==================== block 1
Block 1, cell outlines without signal wires:
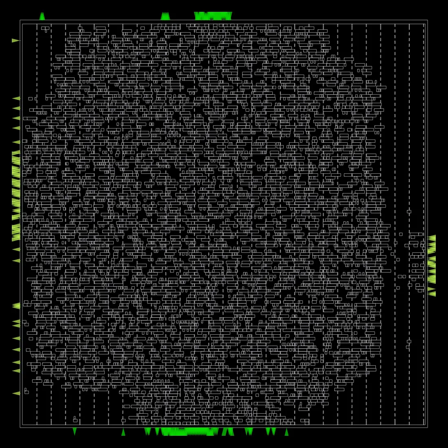

### src/rtl/mips_pkg.sv
// Shared MIPS core constants and the MEM/WB record type.
package mips_pkg;

  localparam int unsigned DATA_W     = 32;
  localparam int unsigned NUM_REGS   = 32;
  localparam int unsigned REG_ADDR_W = $clog2(NUM_REGS);
  localparam logic [REG_ADDR_W-1:0] REG_ZERO = 5'd0;

  typedef struct packed {
    logic                  reg_write;
    logic [DATA_W-1:0]     data;
    logic [DATA_W-1:0]     ALU_result;
    logic [REG_ADDR_W-1:0] reg_address;
    logic                  jump_reg;
    logic                  mem_load;
  } wb_rec_t;

endpackage

### src/rtl/regfile_core.sv
// Architectural register file: r0 hardwired to zero, one write port, two async read ports.
// Define WB_BYPASS_EN for write-first forwarding of the incoming write to the read ports.
module regfile_core #(
  parameter int unsigned DATA_W   = 32,
  parameter int unsigned NUM_REGS = 32,
  parameter int unsigned ADDR_W   = $clog2(NUM_REGS)
) (
  input  logic              clk,
  input  logic              rst,
  input  logic              we,
  input  logic [ADDR_W-1:0] waddr,
  input  logic [DATA_W-1:0] wdata,
  input  logic [ADDR_W-1:0] raddr_a,
  input  logic [ADDR_W-1:0] raddr_b,
  output logic [DATA_W-1:0] rdata_a,
  output logic [DATA_W-1:0] rdata_b
);

  // r0 has no storage; index range starts at 1
  logic [DATA_W-1:0] regs [1:NUM_REGS-1];

  always_ff @(posedge clk or posedge rst) begin
    if (rst) begin
      for (int unsigned i = 1; i < NUM_REGS; i++) regs[ADDR_W'(i)] <= '0;
    end else if (we && (waddr != '0)) begin
      regs[waddr] <= wdata;
    end
  end

  always_comb begin
    rdata_a = '0;
    rdata_b = '0;
    if (raddr_a != '0) rdata_a = regs[raddr_a];
    if (raddr_b != '0) rdata_b = regs[raddr_b];
`ifdef WB_BYPASS_EN
    if (we && !rst && (waddr != '0) && (raddr_a == waddr)) rdata_a = wdata;
    if (we && !rst && (waddr != '0) && (raddr_b == waddr)) rdata_b = wdata;
`endif
  end

endmodule

### src/rtl/writeback_regfile.sv
// MIPS writeback stage: selects load/ALU value, commits it to the register file, counts retired writes.
// WB_BYPASS_EN enables same-cycle write-to-read forwarding inside regfile_core.
module writeback_regfile #(
  parameter int unsigned DATA_W   = 32,
  parameter int unsigned NUM_REGS = 32
) (
  input  logic                        clk,
  input  logic                        reset,
  input  logic                        reg_write,
  input  logic [DATA_W-1:0]           data,
  input  logic [DATA_W-1:0]           ALU_result,
  input  logic [$clog2(NUM_REGS)-1:0] reg_address,
  input  logic                        jump_reg,
  input  logic                        mem_load,
  input  logic [$clog2(NUM_REGS)-1:0] read_addr_a,
  input  logic [$clog2(NUM_REGS)-1:0] read_addr_b,
  output logic [DATA_W-1:0]           read_data_a,
  output logic [DATA_W-1:0]           read_data_b,
  output logic [DATA_W-1:0]           wb_data,
  output logic [31:0]                 wb_count
);

  import mips_pkg::*;

  wb_rec_t     rec;
  logic        we;
  logic [31:0] count_q;

  always_comb begin
    rec.reg_write   = reg_write;
    rec.data        = data;
    rec.ALU_result  = ALU_result;
    rec.reg_address = reg_address;
    rec.jump_reg    = jump_reg;
    rec.mem_load    = mem_load;
  end

  assign wb_data = rec.mem_load ? rec.data : rec.ALU_result;
  assign we      = rec.reg_write && !rec.jump_reg && (rec.reg_address != REG_ZERO);

  always_ff @(posedge clk or posedge reset) begin
    if (reset)   count_q <= '0;
    else if (we) count_q <= count_q + 32'd1;
  end

  assign wb_count = count_q;

  regfile_core #(
    .DATA_W   (DATA_W),
    .NUM_REGS (NUM_REGS),
    .ADDR_W   ($clog2(NUM_REGS))
  ) u_core (
    .clk     (clk),
    .rst     (reset),
    .we      (we),
    .waddr   (rec.reg_address),
    .wdata   (wb_data),
    .raddr_a (read_addr_a),
    .raddr_b (read_addr_b),
    .rdata_a (read_data_a),
    .rdata_b (read_data_b)
  );

endmodule
### config.mk
export PLATFORM = sky130hd
export DESIGN_NAME = writeback_regfile
export DESIGN_NICKNAME = d
export VERILOG_FILES = /design/src/rtl/mips_pkg.sv /design/src/rtl/regfile_core.sv /design/src/rtl/writeback_regfile.sv
export SDC_FILE = /design/constraint.sdc
export NUM_CORES = 2
export LEC_CHECK = 0
export CAP_MARGIN = 25
export CORE_MARGIN = 2
export CORE_UTILIZATION = 35
export CTS_CLUSTER_DIAMETER = 120
export DETAILED_ROUTE_END_ITERATION = 8
export PLACE_DENSITY_LB_ADDON = 0.12
export SETUP_SLACK_MARGIN = 0.02
export SLEW_MARGIN = 0
export SYNTH_ARGS = -nofsm -noshare
export SYNTH_HDL_FRONTEND = slang
export SYNTH_SLANG_ARGS = --single-unit
export TNS_END_PERCENT = 50
### constraint.sdc
create_clock -name clk -period 34.3 [get_ports clk]
set_input_delay 3.43 -clock clk [delete_from_list [all_inputs] [get_ports clk]]
set_output_delay 3.43 -clock clk [all_outputs]
set_load 0.02 [all_outputs]
==================== block 2
`src/rtl/fifo_pkg.sv`:
```
`default_nettype none
// ---------------------------------------------------------------------------
// fifo_pkg : shared constants and helpers for the FIFO blocks
// Revision : 1.0 - initial release
// ---------------------------------------------------------------------------
package fifo_pkg;

    localparam int unsigned DEFAULT_DEPTH = 16;

    // Bounded loop so the function stays elaborable by synthesis tools.
    function automatic int unsigned clog2(input int unsigned value);
        int unsigned result;
        result = 0;
        for (int i = 0; i < 32; i++) begin
            if ((64'd1 << i) < 64'(value)) begin
                result = i + 1;
            end
        end
        return result;
    endfunction

endpackage
`default_nettype wire

```
`src/rtl/sync_fifo.sv`:
```
`default_nettype none
// ---------------------------------------------------------------------------
// sync_fifo : single-clock FIFO, registered read port, sticky overflow flag.
// Optional occupancy output enabled by macro SYNC_FIFO_COUNT_EN.
// Revision  : 1.0 - initial release
// ---------------------------------------------------------------------------
module sync_fifo
    import fifo_pkg::*;
#(
    parameter int unsigned DATA_WIDTH = 8,
    parameter int unsigned DEPTH      = DEFAULT_DEPTH
) (
    input  logic                  clk,
    input  logic                  rst_n,
    input  logic                  wr_en,
    input  logic [DATA_WIDTH-1:0] wr_data,
    output logic                  full,
    input  logic                  rd_en,
    output logic [DATA_WIDTH-1:0] rd_data,
    output logic                  empty,
`ifdef SYNC_FIFO_COUNT_EN
    output logic [clog2(DEPTH):0] count,
`endif
    output logic                  overflow
);

    localparam int unsigned ADDR_W = clog2(DEPTH);
    localparam logic [ADDR_W:0] PTR_ONE = {{ADDR_W{1'b0}}, 1'b1};

    logic [DATA_WIDTH-1:0] mem_q [DEPTH];

    logic [ADDR_W:0]       wr_ptr_q, wr_ptr_d;
    logic [ADDR_W:0]       rd_ptr_q, rd_ptr_d;
    logic [DATA_WIDTH-1:0] rd_data_q, rd_data_d;
    logic                  overflow_q, overflow_d;
    logic                  w_wr_acc;
    logic                  w_rd_acc;

    // Wrap bit distinguishes full from empty when the index bits match.
    assign empty = (wr_ptr_q == rd_ptr_q);
    assign full  = (wr_ptr_q[ADDR_W] != rd_ptr_q[ADDR_W]) &&
                   (wr_ptr_q[ADDR_W-1:0] == rd_ptr_q[ADDR_W-1:0]);

    assign w_wr_acc = wr_en && !full;
    assign w_rd_acc = rd_en && !empty;

    always_comb begin
        wr_ptr_d   = wr_ptr_q;
        rd_ptr_d   = rd_ptr_q;
        rd_data_d  = rd_data_q;
        overflow_d = overflow_q | (wr_en & full);
        if (w_wr_acc) begin
            wr_ptr_d = wr_ptr_q + PTR_ONE;
        end
        if (w_rd_acc) begin
            rd_ptr_d  = rd_ptr_q + PTR_ONE;
            rd_data_d = mem_q[rd_ptr_q[ADDR_W-1:0]];
        end
    end

    always_ff @(posedge clk or negedge rst_n) begin
        if (!rst_n) begin
            wr_ptr_q   <= '0;
            rd_ptr_q   <= '0;
            rd_data_q  <= '0;
            overflow_q <= 1'b0;
        end else begin
            wr_ptr_q   <= wr_ptr_d;
            rd_ptr_q   <= rd_ptr_d;
            rd_data_q  <= rd_data_d;
            overflow_q <= overflow_d;
        end
    end

    // Storage is left unreset so it can map onto RAM primitives.
    always_ff @(posedge clk) begin
        if (w_wr_acc) begin
            mem_q[wr_ptr_q[ADDR_W-1:0]] <= wr_data;
        end
    end

    assign rd_data  = rd_data_q;
    assign overflow = overflow_q;

`ifdef SYNC_FIFO_COUNT_EN
    assign count = wr_ptr_q - rd_ptr_q;
`endif

endmodule
`default_nettype wire

```
`config.mk`:
```
export PLATFORM = sky130hd
export DESIGN_NAME = sync_fifo
export DESIGN_NICKNAME = d
export VERILOG_FILES = /design/src/rtl/fifo_pkg.sv /design/src/rtl/sync_fifo.sv
export SDC_FILE = /design/constraint.sdc
export NUM_CORES = 1
export LEC_CHECK = 0
export CAP_MARGIN = 20
export CORE_ASPECT_RATIO = 1.5
export CORE_MARGIN = 3
export CORE_UTILIZATION = 50
export CTS_CLUSTER_DIAMETER = 40
export DETAILED_ROUTE_END_ITERATION = 7
export PLACE_DENSITY = 0.67
export SETUP_SLACK_MARGIN = 0.2
export SLEW_MARGIN = 0
export SYNTH_ARGS = -nofsm -noshare
export SYNTH_HDL_FRONTEND = slang
export SYNTH_SLANG_ARGS = --single-unit
```
`constraint.sdc`:
```
create_clock -name clk -period 6.05 [get_ports clk]
set_input_delay 1.21 -clock clk [delete_from_list [all_inputs] [get_ports clk]]
set_output_delay 1.21 -clock clk [all_outputs]
set_load 0.01 [all_outputs]
```
==================== block 3
File: src/rtl/uart_rx_pkg.sv
// Shared types and constants for the UART receive engine.
// Contents: rx_state FSM encoding, configuration limits, and a data-bit clamp helper.
package uart_rx_pkg;

    typedef enum logic [2:0] {
        RX_IDLE_S,
        RX_START_S,
        RX_DATA_S,
        RX_PARITY_S,
        RX_STOP_S,
        RX_BREAK_S
    } rx_state;

    localparam int unsigned MIN_CLKS_PER_BIT = 4;
    localparam int unsigned MIN_DATA_BITS    = 5;
    localparam int unsigned MAX_DATA_BITS    = 8;

    // Force a requested data-bit count into the supported 5..8 range.
    function automatic logic [3:0] clamp_data_bits(input logic [3:0] bits);
        if (bits < 4'(MIN_DATA_BITS)) begin
            return 4'(MIN_DATA_BITS);
        end else if (bits > 4'(MAX_DATA_BITS)) begin
            return 4'(MAX_DATA_BITS);
        end else begin
            return bits;
        end
    endfunction

endpackage

File: src/rtl/uart_rx_sync.sv
// Two-flop synchroniser for the asynchronous rx line plus falling-edge detect.
// Ports:
//   clk   in   clock
//   rst   in   synchronous active-high reset (all flops reset to 1, the idle line level)
//   rx    in   raw serial line
//   rx_s  out  synchronised line
//   fall  out  1 for one cycle when rx_s goes 1 -> 0
module uart_rx_sync (
    input  logic clk,
    input  logic rst,
    input  logic rx,
    output logic rx_s,
    output logic fall
);

    logic rx_meta;
    logic rx_prev;

    always_ff @(posedge clk) begin
        if (rst) begin
            rx_meta <= 1'b1;
            rx_s    <= 1'b1;
            rx_prev <= 1'b1;
        end else begin
            rx_meta <= rx;
            rx_s    <= rx_meta;
            rx_prev <= rx_s;
        end
    end

    assign fall = rx_prev & ~rx_s;

endmodule

File: src/rtl/uart_rx_fsm.sv
// UART receive engine: start-bit detect, mid-bit sampling, 5..8 data bits LSB-first,
// optional parity, stop bit, valid/ready output with per-frame error pulses.
// Optional feature macro: UART_RX_BREAK_DET_EN adds break detection and the break_det port.
// Ports:
//   clk, rst            clock, synchronous active-high reset
//   rx                  asynchronous serial input, idle high
//   cfg_clks_per_bit    clocks per bit (<4 treated as 4)
//   cfg_data_bits       data bits (clamped to 5..8)
//   cfg_parity_en/odd   parity enable / odd select
//   rx_data, rx_valid   received frame, held until rx_valid && rx_ready
//   rx_ready            consumer accept
//   parity_err          1-cycle pulse, parity mismatch
//   frame_err           1-cycle pulse, stop bit sampled 0
//   overrun_err         1-cycle pulse, frame completed while previous one unconsumed
//   busy                1 outside IDLE
//   break_det           1-cycle pulse on a break frame (UART_RX_BREAK_DET_EN only)
module uart_rx_fsm
    import uart_rx_pkg::*;
#(
    parameter int unsigned DIV_W  = 16,
    parameter int unsigned DATA_W = 8
) (
    input  logic              clk,
    input  logic              rst,
    input  logic              rx,
    input  logic [DIV_W-1:0]  cfg_clks_per_bit,
    input  logic [3:0]        cfg_data_bits,
    input  logic              cfg_parity_en,
    input  logic              cfg_parity_odd,
    output logic [DATA_W-1:0] rx_data,
    output logic              rx_valid,
    input  logic              rx_ready,
    output logic              parity_err,
    output logic              frame_err,
    output logic              overrun_err,
    output logic              busy
`ifdef UART_RX_BREAK_DET_EN
    ,
    output logic              break_det
`endif
);

    localparam int unsigned IDX_W = $clog2(DATA_W);

    logic rx_s;
    logic rx_fall;

    uart_rx_sync u_sync (
        .clk  (clk),
        .rst  (rst),
        .rx   (rx),
        .rx_s (rx_s),
        .fall (rx_fall)
    );

    rx_state           state_q;
    logic [DIV_W-1:0]  cnt_q;
    logic [DIV_W-1:0]  cpb_q;
    logic [3:0]        bits_q;
    logic [IDX_W-1:0]  bit_idx_q;
    logic              par_en_q;
    logic              odd_q;
    logic [DATA_W-1:0] data_q;
    logic              perr_q;

    logic [DIV_W-1:0]  cpb_eff;
    logic [3:0]        bits_eff;
    logic              last_bit;
    logic              is_break;

    always_comb begin
        cpb_eff  = (cfg_clks_per_bit < DIV_W'(MIN_CLKS_PER_BIT)) ?
                   DIV_W'(MIN_CLKS_PER_BIT) : cfg_clks_per_bit;
        bits_eff = clamp_data_bits(cfg_data_bits);
        last_bit = (bit_idx_q == IDX_W'(bits_q - 4'd1));
    end

`ifdef UART_RX_BREAK_DET_EN
    logic par_bit_q;
    // All data bits, parity bit (if any) and stop bit low.
    assign is_break = ~rx_s && (data_q == '0) && !(par_en_q && par_bit_q);
`else
    assign is_break = 1'b0;
`endif

    always_ff @(posedge clk) begin
        if (rst) begin
            state_q     <= RX_IDLE_S;
            cnt_q       <= '0;
            cpb_q       <= '0;
            bits_q      <= '0;
            bit_idx_q   <= '0;
            par_en_q    <= 1'b0;
            odd_q       <= 1'b0;
            data_q      <= '0;
            perr_q      <= 1'b0;
            rx_data     <= '0;
            rx_valid    <= 1'b0;
            parity_err  <= 1'b0;
            frame_err   <= 1'b0;
            overrun_err <= 1'b0;
            busy        <= 1'b0;
`ifdef UART_RX_BREAK_DET_EN
            par_bit_q   <= 1'b0;
            break_det   <= 1'b0;
`endif
        end else begin
            parity_err  <= 1'b0;
            frame_err   <= 1'b0;
            overrun_err <= 1'b0;
`ifdef UART_RX_BREAK_DET_EN
            break_det   <= 1'b0;
`endif
            if (rx_valid && rx_ready) begin
                rx_valid <= 1'b0;
            end

            case (state_q)
                RX_IDLE_S: begin
                    if (rx_fall) begin
                        // Half a bit period so the start bit is sampled mid-bit.
                        cnt_q   <= (cpb_eff >> 1) - DIV_W'(1);
                        state_q <= RX_START_S;
                        busy    <= 1'b1;
                    end
                end

                RX_START_S: begin
                    if (cnt_q == '0) begin
                        if (rx_s) begin
                            state_q <= RX_IDLE_S;
                            busy    <= 1'b0;
                        end else begin
                            // Config is frozen here for the rest of the frame.
                            cpb_q     <= cpb_eff;
                            bits_q    <= bits_eff;
                            par_en_q  <= cfg_parity_en;
                            odd_q     <= cfg_parity_odd;
                            cnt_q     <= cpb_eff - DIV_W'(1);
                            bit_idx_q <= '0;
                            data_q    <= '0;
                            perr_q    <= 1'b0;
                            state_q   <= RX_DATA_S;
                        end
                    end else begin
                        cnt_q <= cnt_q - DIV_W'(1);
                    end
                end

                RX_DATA_S: begin
                    if (cnt_q == '0) begin
                        data_q[bit_idx_q] <= rx_s;
                        cnt_q             <= cpb_q - DIV_W'(1);
                        if (last_bit) begin
                            state_q <= par_en_q ? RX_PARITY_S : RX_STOP_S;
                        end else begin
                            bit_idx_q <= bit_idx_q + IDX_W'(1);
                        end
                    end else begin
                        cnt_q <= cnt_q - DIV_W'(1);
                    end
                end

                RX_PARITY_S: begin
                    if (cnt_q == '0) begin
                        perr_q  <= (^data_q) ^ rx_s ^ odd_q;
`ifdef UART_RX_BREAK_DET_EN
                        par_bit_q <= rx_s;
`endif
                        cnt_q   <= cpb_q - DIV_W'(1);
                        state_q <= RX_STOP_S;
                    end else begin
                        cnt_q <= cnt_q - DIV_W'(1);
                    end
                end

                RX_STOP_S: begin
                    if (cnt_q == '0) begin
                        if (is_break) begin
                            state_q   <= RX_BREAK_S;
`ifdef UART_RX_BREAK_DET_EN
                            break_det <= 1'b1;
`endif
                        end else begin
                            // Leave immediately so a back-to-back start edge is not missed.
                            state_q    <= RX_IDLE_S;
                            busy       <= 1'b0;
                            frame_err  <= ~rx_s;
                            parity_err <= perr_q;
                            if (!rx_valid || rx_ready) begin
                                rx_data  <= data_q;
                                rx_valid <= 1'b1;
                            end else begin
                                overrun_err <= 1'b1;
                            end
                        end
                    end else begin
                        cnt_q <= cnt_q - DIV_W'(1);
                    end
                end

`ifdef UART_RX_BREAK_DET_EN
                RX_BREAK_S: begin
                    if (rx_s) begin
                        state_q <= RX_IDLE_S;
                        busy    <= 1'b0;
                    end
                end
`endif

                default: begin
                    state_q <= RX_IDLE_S;
                    busy    <= 1'b0;
                end
            endcase
        end
    end

endmodule

File: config.mk
export PLATFORM = sky130hd
export DESIGN_NAME = uart_rx_fsm
export DESIGN_NICKNAME = d
export VERILOG_FILES = /design/src/rtl/uart_rx_pkg.sv /design/src/rtl/uart_rx_sync.sv /design/src/rtl/uart_rx_fsm.sv
export SDC_FILE = /design/constraint.sdc
export NUM_CORES = 1
export LEC_CHECK = 0
export ABC_CLOCK_PERIOD_IN_PS = 11420
export CORE_ASPECT_RATIO = 0.75
export CORE_MARGIN = 3
export CORE_UTILIZATION = 33
export DETAILED_ROUTE_END_ITERATION = 10
export SLEW_MARGIN = 25
export SYNTH_ARGS = -nofsm -noshare
export SYNTH_HDL_FRONTEND = slang
export SYNTH_HIERARCHICAL = 1
export SYNTH_SLANG_ARGS = --single-unit
export TNS_END_PERCENT = 10
File: constraint.sdc
create_clock -name clk -period 11.42 [get_ports clk]
set_input_delay 1.142 -clock clk [delete_from_list [all_inputs] [get_ports clk]]
set_output_delay 1.142 -clock clk [all_outputs]
set_load 0.02 [all_outputs]
==================== block 4
==> src/rtl/bon_pkg.sv <==
// Shared constants and types for the pattern-counting LFSR write generator.
// Holds the state encoding, pattern, geometry, default seed and LFSR taps.
package bon_pkg;

  typedef enum logic [1:0] {
    S_IDLE  = 2'd0,
    S_WRITE = 2'd1,
    S_DONE  = 2'd2
  } state_t;

  localparam int PAT_LEN = 7;
  localparam int DEPTH   = 1024;
  localparam int ADDR_W  = 10;

  // Oldest stream bit is the MSB.
  localparam logic [PAT_LEN-1:0] PATTERN  = 7'b1010011;
  localparam logic [15:0]        DEF_SEED = 16'hACE1;

  localparam int TAP_A = 15;
  localparam int TAP_B = 13;
  localparam int TAP_C = 12;
  localparam int TAP_D = 10;

  function automatic logic [15:0] lfsr_step(input logic [15:0] s);
    return {s[14:0], s[TAP_A] ^ s[TAP_B] ^ s[TAP_C] ^ s[TAP_D]};
  endfunction

endpackage

==> src/rtl/bon_lfsr16.sv <==
// 16-bit Fibonacci LFSR with synchronous reset, parallel load and step enable.
// Load has priority over step.
module bon_lfsr16
  import bon_pkg::*;
#(
  parameter logic [15:0] RST_VAL = DEF_SEED
) (
  input  logic        clk,
  input  logic        rst,
  input  logic        load,
  input  logic [15:0] load_val,
  input  logic        step,
  output logic [15:0] q
);

  logic [15:0] r_q;

  always_ff @(posedge clk) begin
    if (rst)       r_q <= RST_VAL;
    else if (load) r_q <= load_val;
    else if (step) r_q <= lfsr_step(r_q);
  end

  assign q = r_q;

endmodule

==> src/rtl/bon_gen.sv <==
// Writes DEPTH LFSR words to memory and counts overlapping occurrences of
// PATTERN in the stream of LFSR LSBs, reporting the count with a fin pulse.
module bon_gen
  import bon_pkg::*;
#(
  parameter logic [15:0] G_DEF_SEED = DEF_SEED
) (
  input  logic              clk,
  input  logic              rst,
  input  logic              start,
  input  logic [15:0]       seed,
  output logic              en,
  output logic [ADDR_W-1:0] addr,
  output logic [9:0]        data,
  output logic              busy,
  output logic              fin,
  output logic [9:0]        result
);

  state_t              r_state, w_nstate;
  logic [ADDR_W-1:0]   r_addr;
  logic [PAT_LEN-2:0]  r_hist;
  logic [2:0]          r_fill;
  logic [9:0]          r_result;

  logic                w_load, w_step, w_match;
  logic [15:0]         w_lfsr, w_load_val;
  logic [PAT_LEN-1:0]  w_window;

  assign w_load_val = (seed == 16'h0000) ? G_DEF_SEED : seed;

  bon_lfsr16 #(.RST_VAL(G_DEF_SEED)) u_lfsr (
    .clk      (clk),
    .rst      (rst),
    .load     (w_load),
    .load_val (w_load_val),
    .step     (w_step),
    .q        (w_lfsr)
  );

  // The full 7-bit window is the stored six older bits plus the current bit;
  // r_fill gates matches until six earlier bits exist.
  assign w_window = {r_hist, w_lfsr[0]};
  assign w_match  = (w_window == PATTERN) && (r_fill == 3'(PAT_LEN - 1));

  always_comb begin
    w_nstate = r_state;
    w_load   = 1'b0;
    w_step   = 1'b0;
    unique case (r_state)
      S_IDLE: begin
        if (start) begin
          w_nstate = S_WRITE;
          w_load   = 1'b1;
        end
      end
      S_WRITE: begin
        w_step = 1'b1;
        if (r_addr == ADDR_W'(DEPTH - 1)) w_nstate = S_DONE;
      end
      S_DONE:  w_nstate = S_IDLE;
      default: w_nstate = S_IDLE;
    endcase
  end

  always_ff @(posedge clk) begin
    if (rst) begin
      r_state  <= S_IDLE;
      r_addr   <= '0;
      r_hist   <= '0;
      r_fill   <= '0;
      r_result <= '0;
    end else begin
      r_state <= w_nstate;
      if (w_load) begin
        r_addr   <= '0;
        r_hist   <= '0;
        r_fill   <= '0;
        r_result <= '0;
      end else if (r_state == S_WRITE) begin
        r_addr <= r_addr + 1'b1;
        r_hist <= w_window[PAT_LEN-2:0];
        if (r_fill != 3'(PAT_LEN - 1)) r_fill <= r_fill + 1'b1;
        if (w_match) r_result <= r_result + 1'b1;
      end
    end
  end

  assign en     = (r_state == S_WRITE);
  assign busy   = (r_state == S_WRITE);
  assign fin    = (r_state == S_DONE);
  assign addr   = r_addr;
  assign data   = w_lfsr[9:0];
  assign result = r_result;

endmodule

==> config.mk <==
export PLATFORM = sky130hd
export DESIGN_NAME = bon_gen
export DESIGN_NICKNAME = d
export VERILOG_FILES = /design/src/rtl/bon_pkg.sv /design/src/rtl/bon_lfsr16.sv /design/src/rtl/bon_gen.sv
export SDC_FILE = /design/constraint.sdc
export NUM_CORES = 1
export LEC_CHECK = 0
export CAP_MARGIN = 5
export CORE_MARGIN = 2
export CORE_UTILIZATION = 40
export CTS_CLUSTER_DIAMETER = 40
export DETAILED_ROUTE_END_ITERATION = 8
export PLACE_DENSITY = 0.69
export SKIP_CTS_REPAIR_TIMING = 1
export SLEW_MARGIN = 15
export SYNTH_ARGS = -nofsm -noshare
export SYNTH_HDL_FRONTEND = slang
export SYNTH_SLANG_ARGS = --single-unit
==> constraint.sdc <==
create_clock -name clk -period 1.7 [get_ports clk]
set_input_delay 0.34 -clock clk [delete_from_list [all_inputs] [get_ports clk]]
set_output_delay 0.34 -clock clk [all_outputs]
set_load 0.005 [all_outputs]
Block 4, cell outlines without signal wires:
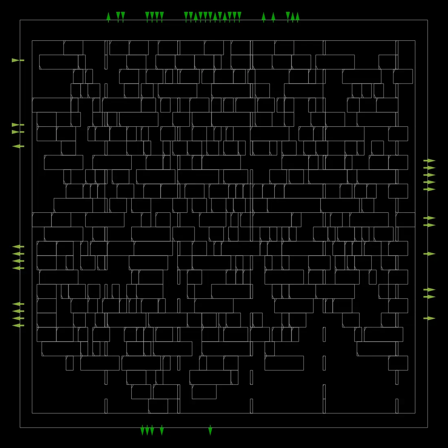
Row Count: 26
Fillers: 527

==> flow_summary.json, block 4 <==
{
  "cts_tree": "yes",
  "largest_class": "logic gates",
  "min_to": "r_hist[5]",
  "dr.pass1.iters": 4,
  "crit_family": "simple AND/OR/NAND/NOR gates",
  "min_from": "r_hist[5]",
  "die.size.y_um": 77.4,
  "fp_nets": 277,
  "die-area_um2": 5980,
  "edf_count": 0,
  "worst-path-buf-inv": 0,
  "critPathCaptureType": "flop",
  "ys_seq_frac": 0.437,
  "fin_nets": 343,
  "top_cell": "dfxtp_1",
  "via_per_inst": 5.26,
  "yosys-stat-area_um2": 2150,
  "netlist-cell-type-count": 41,
  "comb_share": 0.370,
  "tightest_slew_ns": 0.381,
  "use_met1": 0.222,
  "antenna_found_initial": 0,
  "placed_area_um2": 2870,
  "cts_buffers": 5,
  "grtUsageTotal": 0.183,
  "status": "finished clean",
  "wl_met3_um": 219,
  "max_freq_mhz": 596
}
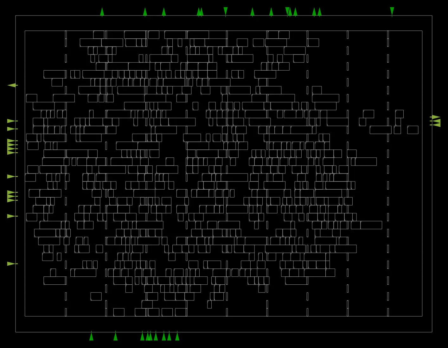
Block 3: cell outlines without signal wires
Post-Layout Cell Count: 825
Row Count: 36
Fillers: 1,381
flip-flops: 68

==> flow_summary.json, block 3 <==
{
  "core_um2": 13300,
  "powerClk_w": 0.000264,
  "antenna_found_initial": 0,
  "place_inst": 810,
  "edf_count": 0,
  "critPathCaptureType": "flop",
  "pwr-share-seq": 0.304,
  "hp-class": "reg -> reg",
  "dp_slack_ns": 6.03,
  "largest_area_cell": "dfxtp_1",
  "non_clock_inverter_count": 11,
  "clkPwrFrac": 0.270,
  "grt_max_degree": 76,
  "status": "finished clean",
  "crit-reg2reg-capture": "cnt_q[4]",
  "final-setup-viol-count": 0,
  "cpPeakStageDelay_ns": 0.77,
  "grt_most_used_layer": "met1",
  "crit_start": "cfg_clks_per_bit[4]"
}
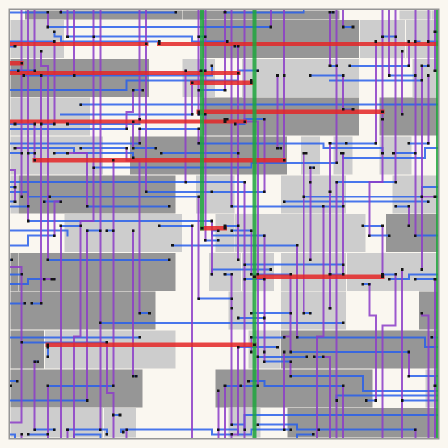
Block 2: layout detail
Region (33, 55) to (63, 85) um. Cells in grey, sequential cells in the stronger grey; small squares are vias.
legend:
  M1:
    colour: blue
  M3:
    colour: red
  M2:
    colour: purple
  M4:
    colour: green
netlist names of flops here include: `mem_q` (11)
cells with their middle in the window: 38
sequential cells in the window: 11
most frequent: edfxtp_1 (11), mux4_2 (6), nor2b_1 (4)

==> flow_summary.json, block 2 <==
{
  "finalWeightedCongestion": 0.794,
  "endpoint": "full",
  "drive_gt1_frac": 0.220,
  "synth_async_sr_flop_share": 0.129,
  "io_buffers": 22,
  "cts_root_buf": "clkbuf_16",
  "status": "finished clean",
  "comb_share": 0.222,
  "ant_nets": 0,
  "synth_top_flop_cell": "edfxtp_1",
  "final_util": 0.594,
  "nClkBuffers": 19,
  "layout_top_cell": "edfxtp_1",
  "top_layer": "met4",
  "area_growth_pct": 15.6
}
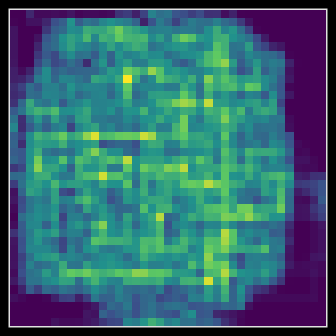
Block 1: wiring heat map
The die is cut into 39 by 39 equal tiles; dark purple is low, yellow is high, scaled to the fullest tile. Values are wire area over tile area, all layers added.
mean over tiles: 0.20
nearly empty tiles: 13%
tiles over half the peak: 34%
WL per Instance: 28.1 um
Total Routing Usage GR: 0.257
Routed WL: 197 mm
via count: 39.7k

About 'cell outlines without signal wires' of block 1:
Post-Layout Cell Count: 7,013
fin util: 0.408

==> flow_summary.json, block 1 <==
{
  "comb_cell_power_w": 0.000688,
  "first_global_vias": 39700,
  "ys_seq_frac": 0.484,
  "min_from": "wb_count[31]",
  "combGateArea_um2": 25600,
  "grt_first_pass_wirelength_mm": 288,
  "drc": 0,
  "cts-htree-levels": 3,
  "hold_viol": 0,
  "grt_most_used_layer": "met2",
  "cpPeakStageDelay_ns": 0.89,
  "setup_slack_ns": 22.44,
  "wl_met2_mm": 91.8,
  "status": "finished clean",
  "use_met1": 0.368,
  "place_inst": 6795,
  "crit_path_cell_trace": "buf_8 -> buf_4 -> buf_4 -> buf_4 -> mux4_2 -> mux2i_1 -> nand2_1 -> o31ai_1 -> o21ai_1 -> clkdlybuf4s50_1",
  "drt-initial-drc-count": 3257,
  "top_power_group": "sequential cells"
}

==> gallery <==
Selected gate families.
image #1
Scale: 2 px per um.
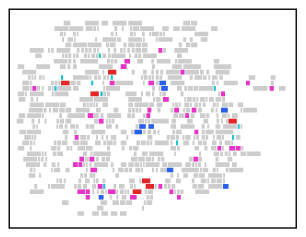
image #2
Scale: 4 px per um.
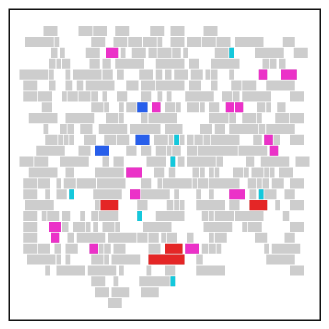
image #3
Scale: 3 px per um.
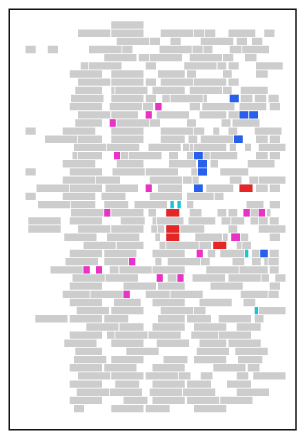
image #2 -> block 4
image #1 -> block 3
image #3 -> block 2
Of these, largest die: image #1


==================== block 5
Block 5, metal layers overlaid:
Scale: 4 px per um. Two of the layers only.
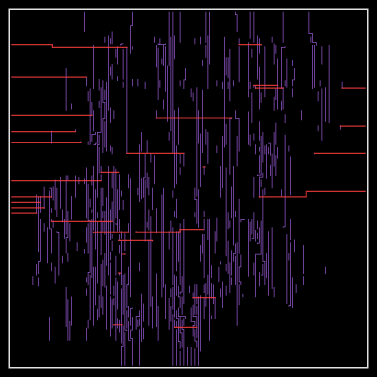

### config.mk
export PLATFORM = sky130hd
export DESIGN_NAME = bcd_to_bin
export DESIGN_NICKNAME = d
export VERILOG_FILES = /design/src/rtl/bcd_to_bin.sv
export SDC_FILE = /design/constraint.sdc
export NUM_CORES = 1
export LEC_CHECK = 0
export CORE_MARGIN = 4
export CORE_UTILIZATION = 37
export DETAILED_ROUTE_END_ITERATION = 7
export DONT_BUFFER_PORTS = 1
export PLACE_DENSITY = 0.54
export SETUP_SLACK_MARGIN = 0.4
export SLEW_MARGIN = 10
export SYNTH_ARGS = -nofsm -noshare
export SYNTH_HDL_FRONTEND = slang
export SYNTH_SLANG_ARGS = --single-unit
export TNS_END_PERCENT = 100
### constraint.sdc
create_clock -name clk -period 1.63 [get_ports clk]
set_input_delay 0.2445 -clock clk [delete_from_list [all_inputs] [get_ports clk]]
set_output_delay 0.2445 -clock clk [all_outputs]
set_load 0.01 [all_outputs]
### src/rtl/bcd_to_bin.sv
// bcd_to_bin: sequential BCD-to-binary converter (reverse double dabble).
// Each SHIFT cycle shifts the {bcd, bin} register right by one. It then applies a
// subtract-3 correction to every BCD nibble that reads 8 or more. After BIN_W
// iterations the low BIN_W bits hold the binary value.
//
// Ports:
//   clk      system clock, rising edge
//   rst      synchronous active-high reset
//   start    conversion request, sampled only in IDLE
//   bcd_in   DIGITS digit codes, index DIGITS-1 most significant; 0-9 or 15 (leading blank)
//   busy     high while converting (SHIFT state)
//   done     one-cycle pulse, bin_out/err valid
//   err      input rejected; held until the next accepted start
//   bin_out  converted value, held until the next done
module bcd_to_bin #(
    parameter int unsigned DIGITS = 4,
    parameter int unsigned BIN_W  = 16
) (
    input  logic             clk,
    input  logic             rst,
    input  logic             start,
    input  logic [3:0]       bcd_in [0:DIGITS-1],
    output logic             busy,
    output logic             done,
    output logic             err,
    output logic [BIN_W-1:0] bin_out
);

    localparam int unsigned BCD_W = 4 * DIGITS;
    localparam int unsigned SR_W  = BCD_W + BIN_W;
    localparam int unsigned CNT_W = (BIN_W > 1) ? $clog2(BIN_W) : 1;

    typedef enum logic [0:0] {StIdle, StShift} state_e;

    state_e             state_q, state_d;
    logic [CNT_W-1:0]   cnt_q, cnt_d;
    logic [SR_W-1:0]    sr_q, sr_d;
    logic               done_q, done_d;
    logic               err_q, err_d;
    logic [BIN_W-1:0]   bin_q, bin_d;

    logic               in_valid;
    logic               seen_digit;
    logic [BCD_W-1:0]   bcd_load;
    logic [SR_W-1:0]    sr_iter;
    logic               last_iter;

    // Validation and load image, both from the unlatched input.
    // Blanks (15) are legal only above every real digit; they load as 0.
    always_comb begin
        in_valid   = 1'b1;
        seen_digit = 1'b0;
        bcd_load   = '0;
        for (int i = int'(DIGITS) - 1; i >= 0; i--) begin
            if (bcd_in[i] == 4'd15) begin
                if (seen_digit) begin
                    in_valid = 1'b0;
                end
            end else begin
                seen_digit = 1'b1;
                bcd_load[4*i +: 4] = bcd_in[i];
                if (bcd_in[i] > 4'd9) begin
                    in_valid = 1'b0;
                end
            end
        end
    end

    // One reverse double dabble iteration: shift right, then correct each BCD nibble.
    always_comb begin
        sr_iter = sr_q >> 1;
        for (int unsigned i = 0; i < DIGITS; i++) begin
            if (sr_iter[BIN_W + 4*i +: 4] >= 4'd8) begin
                sr_iter[BIN_W + 4*i +: 4] = sr_iter[BIN_W + 4*i +: 4] - 4'd3;
            end
        end
    end

    assign last_iter = (cnt_q == CNT_W'(BIN_W - 1));

    // State register and datapath flops.
    always_ff @(posedge clk) begin
        if (rst) begin
            state_q <= StIdle;
            cnt_q   <= '0;
            sr_q    <= '0;
            done_q  <= 1'b0;
            err_q   <= 1'b0;
            bin_q   <= '0;
        end else begin
            state_q <= state_d;
            cnt_q   <= cnt_d;
            sr_q    <= sr_d;
            done_q  <= done_d;
            err_q   <= err_d;
            bin_q   <= bin_d;
        end
    end

    // Next-state logic.
    always_comb begin
        state_d = state_q;
        unique case (state_q)
            StIdle: begin
                if (start && in_valid) begin
                    state_d = StShift;
                end
            end
            StShift: begin
                if (last_iter) begin
                    state_d = StIdle;
                end
            end
            default: state_d = StIdle;
        endcase
    end

    // Output and datapath next values.
    always_comb begin
        cnt_d  = cnt_q;
        sr_d   = sr_q;
        done_d = 1'b0;
        err_d  = err_q;
        bin_d  = bin_q;
        unique case (state_q)
            StIdle: begin
                if (start) begin
                    if (in_valid) begin
                        sr_d  = {bcd_load, {BIN_W{1'b0}}};
                        cnt_d = '0;
                        err_d = 1'b0;
                    end else begin
                        done_d = 1'b1;
                        err_d  = 1'b1;
                        bin_d  = '0;
                    end
                end
            end
            StShift: begin
                sr_d  = sr_iter;
                cnt_d = cnt_q + CNT_W'(1);
                if (last_iter) begin
                    bin_d  = sr_iter[BIN_W-1:0];
                    done_d = 1'b1;
                    err_d  = 1'b0;
                end
            end
            default: ;
        endcase
    end

    assign busy    = (state_q == StShift);
    assign done    = done_q;
    assign err     = err_q;
    assign bin_out = bin_q;

endmodule
==================== block 6
--- config.mk ---
export PLATFORM = sky130hd
export DESIGN_NAME = hybridcache_req_arbiter
export DESIGN_NICKNAME = d
export VERILOG_FILES = /design/src/rtl/hybridcache_req_arbiter.sv
export SDC_FILE = /design/constraint.sdc
export NUM_CORES = 1
export LEC_CHECK = 0
export ABC_AREA = 1
export CORE_AREA = 2 2 132 134
export DETAILED_ROUTE_END_ITERATION = 10
export DIE_AREA = 0 0 134 136
export DONT_BUFFER_PORTS = 1
export GPL_TIMING_DRIVEN = 0
export PLACE_DENSITY = 0.55
export SYNTH_ARGS = -nofsm -noshare
export SYNTH_HDL_FRONTEND = slang
export SYNTH_SLANG_ARGS = --single-unit
--- constraint.sdc ---
create_clock -name clk -period 3.12 [get_ports clk]
set_input_delay 0.624 -clock clk [delete_from_list [all_inputs] [get_ports clk]]
set_output_delay 0.624 -clock clk [all_outputs]
set_load 0.02 [all_outputs]
--- src/rtl/hybridcache_req_arbiter.sv ---
// Four-way round-robin request scheduler with near-full warning priority.
// Holds a single outstanding request on the downstream memory port.
module hybridcache_req_arbiter #(
   parameter int REQBITS = 64
) (
   input  logic                 clk,
   input  logic                 reset_n,
   input  logic                 arb_enable,
   input  logic [4*REQBITS-1:0] q_data,
   input  logic [3:0]           q_not_empty,
   input  logic [3:0]           q_warning,
   output logic [3:0]           q_pop,
   output logic                 mem_req,
   output logic [REQBITS-1:0]   mem_req_data,
   output logic [1:0]           mem_req_id,
   input  logic                 mem_ack,
   output logic                 busy
);

   typedef enum logic {
      IDLE = 1'b0,
      REQ  = 1'b1
   } state_t;

   state_t               state_reg, state_next;
   logic [1:0]           last_grant_reg;
   logic                 mem_req_reg;
   logic                 busy_reg;
   logic [REQBITS-1:0]   mem_req_data_reg;
   logic [1:0]           mem_req_id_reg;

   logic [3:0]           warn_cand;
   logic [3:0]           cand;
   logic [3:0]           rot_cand;
   logic [1:0]           sel_off;
   logic [1:0]           sel_idx;
   logic                 grant;
   logic [REQBITS-1:0]   q_slice [4];

   // A warning on an empty queue is meaningless, so mask it first.
   assign warn_cand = q_not_empty & q_warning;
   assign cand      = (warn_cand != 4'b0000) ? warn_cand : q_not_empty;

   // rot_cand[i] is the candidate bit of queue last_grant+1+i.
   generate
      for (genvar gi = 0; gi < 4; gi++) begin : g_slot
         localparam logic [1:0] OFF = 2'(gi + 1);
         assign q_slice[gi]  = q_data[gi*REQBITS +: REQBITS];
         assign rot_cand[gi] = cand[last_grant_reg + OFF];
      end
   endgenerate

   always_comb begin
      sel_off = 2'd3;
      if (rot_cand[0])      sel_off = 2'd0;
      else if (rot_cand[1]) sel_off = 2'd1;
      else if (rot_cand[2]) sel_off = 2'd2;
   end

   assign sel_idx = last_grant_reg + sel_off + 2'd1;

   // A new grant needs the port free or freeing this edge.
   assign grant = reset_n && arb_enable && (cand != 4'b0000) &&
                  ((state_reg == IDLE) || mem_ack);

   assign q_pop = grant ? (4'b0001 << sel_idx) : 4'b0000;

   always_comb begin
      state_next = state_reg;
      case (state_reg)
         IDLE: begin
            if (grant) state_next = REQ;
         end
         REQ: begin
            if (mem_ack && !grant) state_next = IDLE;
         end
         default: state_next = IDLE;
      endcase
   end

   always_ff @(posedge clk or negedge reset_n) begin
      if (!reset_n) begin
         state_reg        <= IDLE;
         last_grant_reg   <= 2'd3;
         mem_req_reg      <= 1'b0;
         busy_reg         <= 1'b0;
         mem_req_data_reg <= '0;
         mem_req_id_reg   <= 2'd0;
      end else begin
         state_reg <= state_next;
         if (grant) begin
            last_grant_reg   <= sel_idx;
            mem_req_reg      <= 1'b1;
            busy_reg         <= 1'b1;
            mem_req_data_reg <= q_slice[sel_idx];
            mem_req_id_reg   <= sel_idx;
         end else if ((state_reg == REQ) && mem_ack) begin
            mem_req_reg <= 1'b0;
            busy_reg    <= 1'b0;
         end
      end
   end

   assign mem_req      = mem_req_reg;
   assign busy         = busy_reg;
   assign mem_req_data = mem_req_data_reg;
   assign mem_req_id   = mem_req_id_reg;

endmodule

Block 6, cells by drive strength:
Scale: 3 px per um.
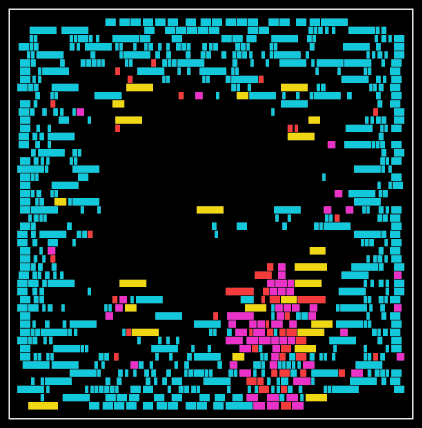
legend:
  x3 and x4:
    colour: magenta
    cells: 58
    share: 8.3%
    most_used: buf_4
  x6 and larger:
    colour: yellow
    cells: 23
    share: 3.3%
    most_used: clkbuf_16
  x1 and smaller:
    colour: cyan
    cells: 571
    share: 82%
    most_used: nand2_1
  x2:
    colour: red
    cells: 45
    share: 6.5%
    most_used: nand2_2
Final Cell Area: 6190 um2
setup ws final: -0.126 ns
number of non-clock buffers: 77

==> flow_summary.json, block 6 <==
{
  "placed_area_um2": 5430,
  "maxSlewHeadroom": 0.428,
  "setup_slack_ns": -0.126,
  "clk_share": 0.0449,
  "cts_buffers": 9,
  "grt_use_met2": 0.324,
  "grt_most_used_layer": "met2",
  "post_cts_buffers": 22,
  "edf_count": 0,
  "stdcell_count": 923,
  "status": "finished, violations left",
  "die-area_um2": 18200,
  "final-setup-viol-count": 4,
  "cts-htree-levels": 3,
  "critPathCaptureType": "primary output",
  "r2r_start": "last_grant_reg[0]",
  "violations": "setup timing",
  "netlist_area_um2": 5130,
  "initCoreUtil": 0.304,
  "rrSetupSlack_ns": 0.10
}
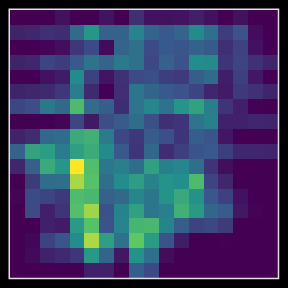
Block 5: wiring heat map
Scale: 3 px per um. The die is cut into 18 by 18 equal tiles; dark purple is low, yellow is high, scaled to the fullest tile. Values are wire area over tile area, all layers added.
mean over tiles: 0.12
fullest tile: 0.53
emptiest ninth of the die: south-east
nearly empty tiles: 23%
tiles over half the peak: 12%
Routed WL: 6.19 mm
Total Routing Usage GR: 0.163
via count: 2,049
WL per Instance: 17.7 um

About 'metal layers overlaid' of block 5:
legend:
  M3:
    colour: red
    wire_length: 327 um
  M2:
    colour: purple
    wire_length: 2,930 um

==> flow_summary.json, block 5 <==
{
  "fin_nets": 297,
  "cpPeakStageDelay_ns": 0.37,
  "drive_gt1_frac": 0.423,
  "synthAoiAreaFrac": 0.320,
  "hold_viol": 6,
  "fin_crit_sh": 0.836,
  "setup_slack_ns": 0.267,
  "synthCells": 240,
  "violations": "hold timing",
  "gr-total-overflow": 0,
  "cts_buffers": 5,
  "status": "finished, violations left",
  "synth_async_sr_flop_share": 0,
  "hold_ws_ns": -0.00858,
  "core_um2": 6390,
  "first_global_vias": 2014,
  "comb_share": 0.467,
  "post_cts_resized": 54
}


==> layout pictures side by side <==
Wiring heat map.
Plate I
Scale: 2 px per um. The die is cut into 27 by 27 equal tiles; dark purple is low, yellow is high, scaled to the fullest tile. Values are wire area over tile area, all layers added.
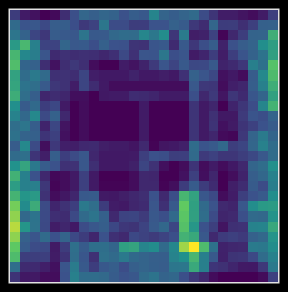
Plate II
Scale: 2 px per um. The die is cut into 19 by 28 equal tiles; dark purple is low, yellow is high, scaled to the fullest tile. Values are wire area over tile area, all layers added.
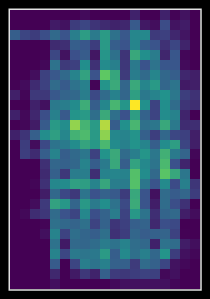
Plate III
Scale: 2 px per um. The die is cut into 29 by 22 equal tiles; dark purple is low, yellow is high, scaled to the fullest tile. Values are wire area over tile area, all layers added.
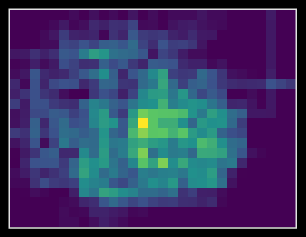
Plate IV
Scale: 4 px per um. The die is cut into 15 by 15 equal tiles; dark purple is low, yellow is high, scaled to the fullest tile. Values are wire area over tile area, all layers added.
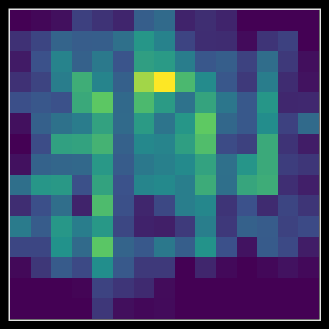
Plate II is block 2.
Plate IV is block 4.
Plate III is block 3.
Plate I is block 6.

Key to Plate IV:
emptiest ninth of the die: south-east
nearly empty tiles: 14%
mean over tiles: 0.14

Power and IR drop assume default switching activity.
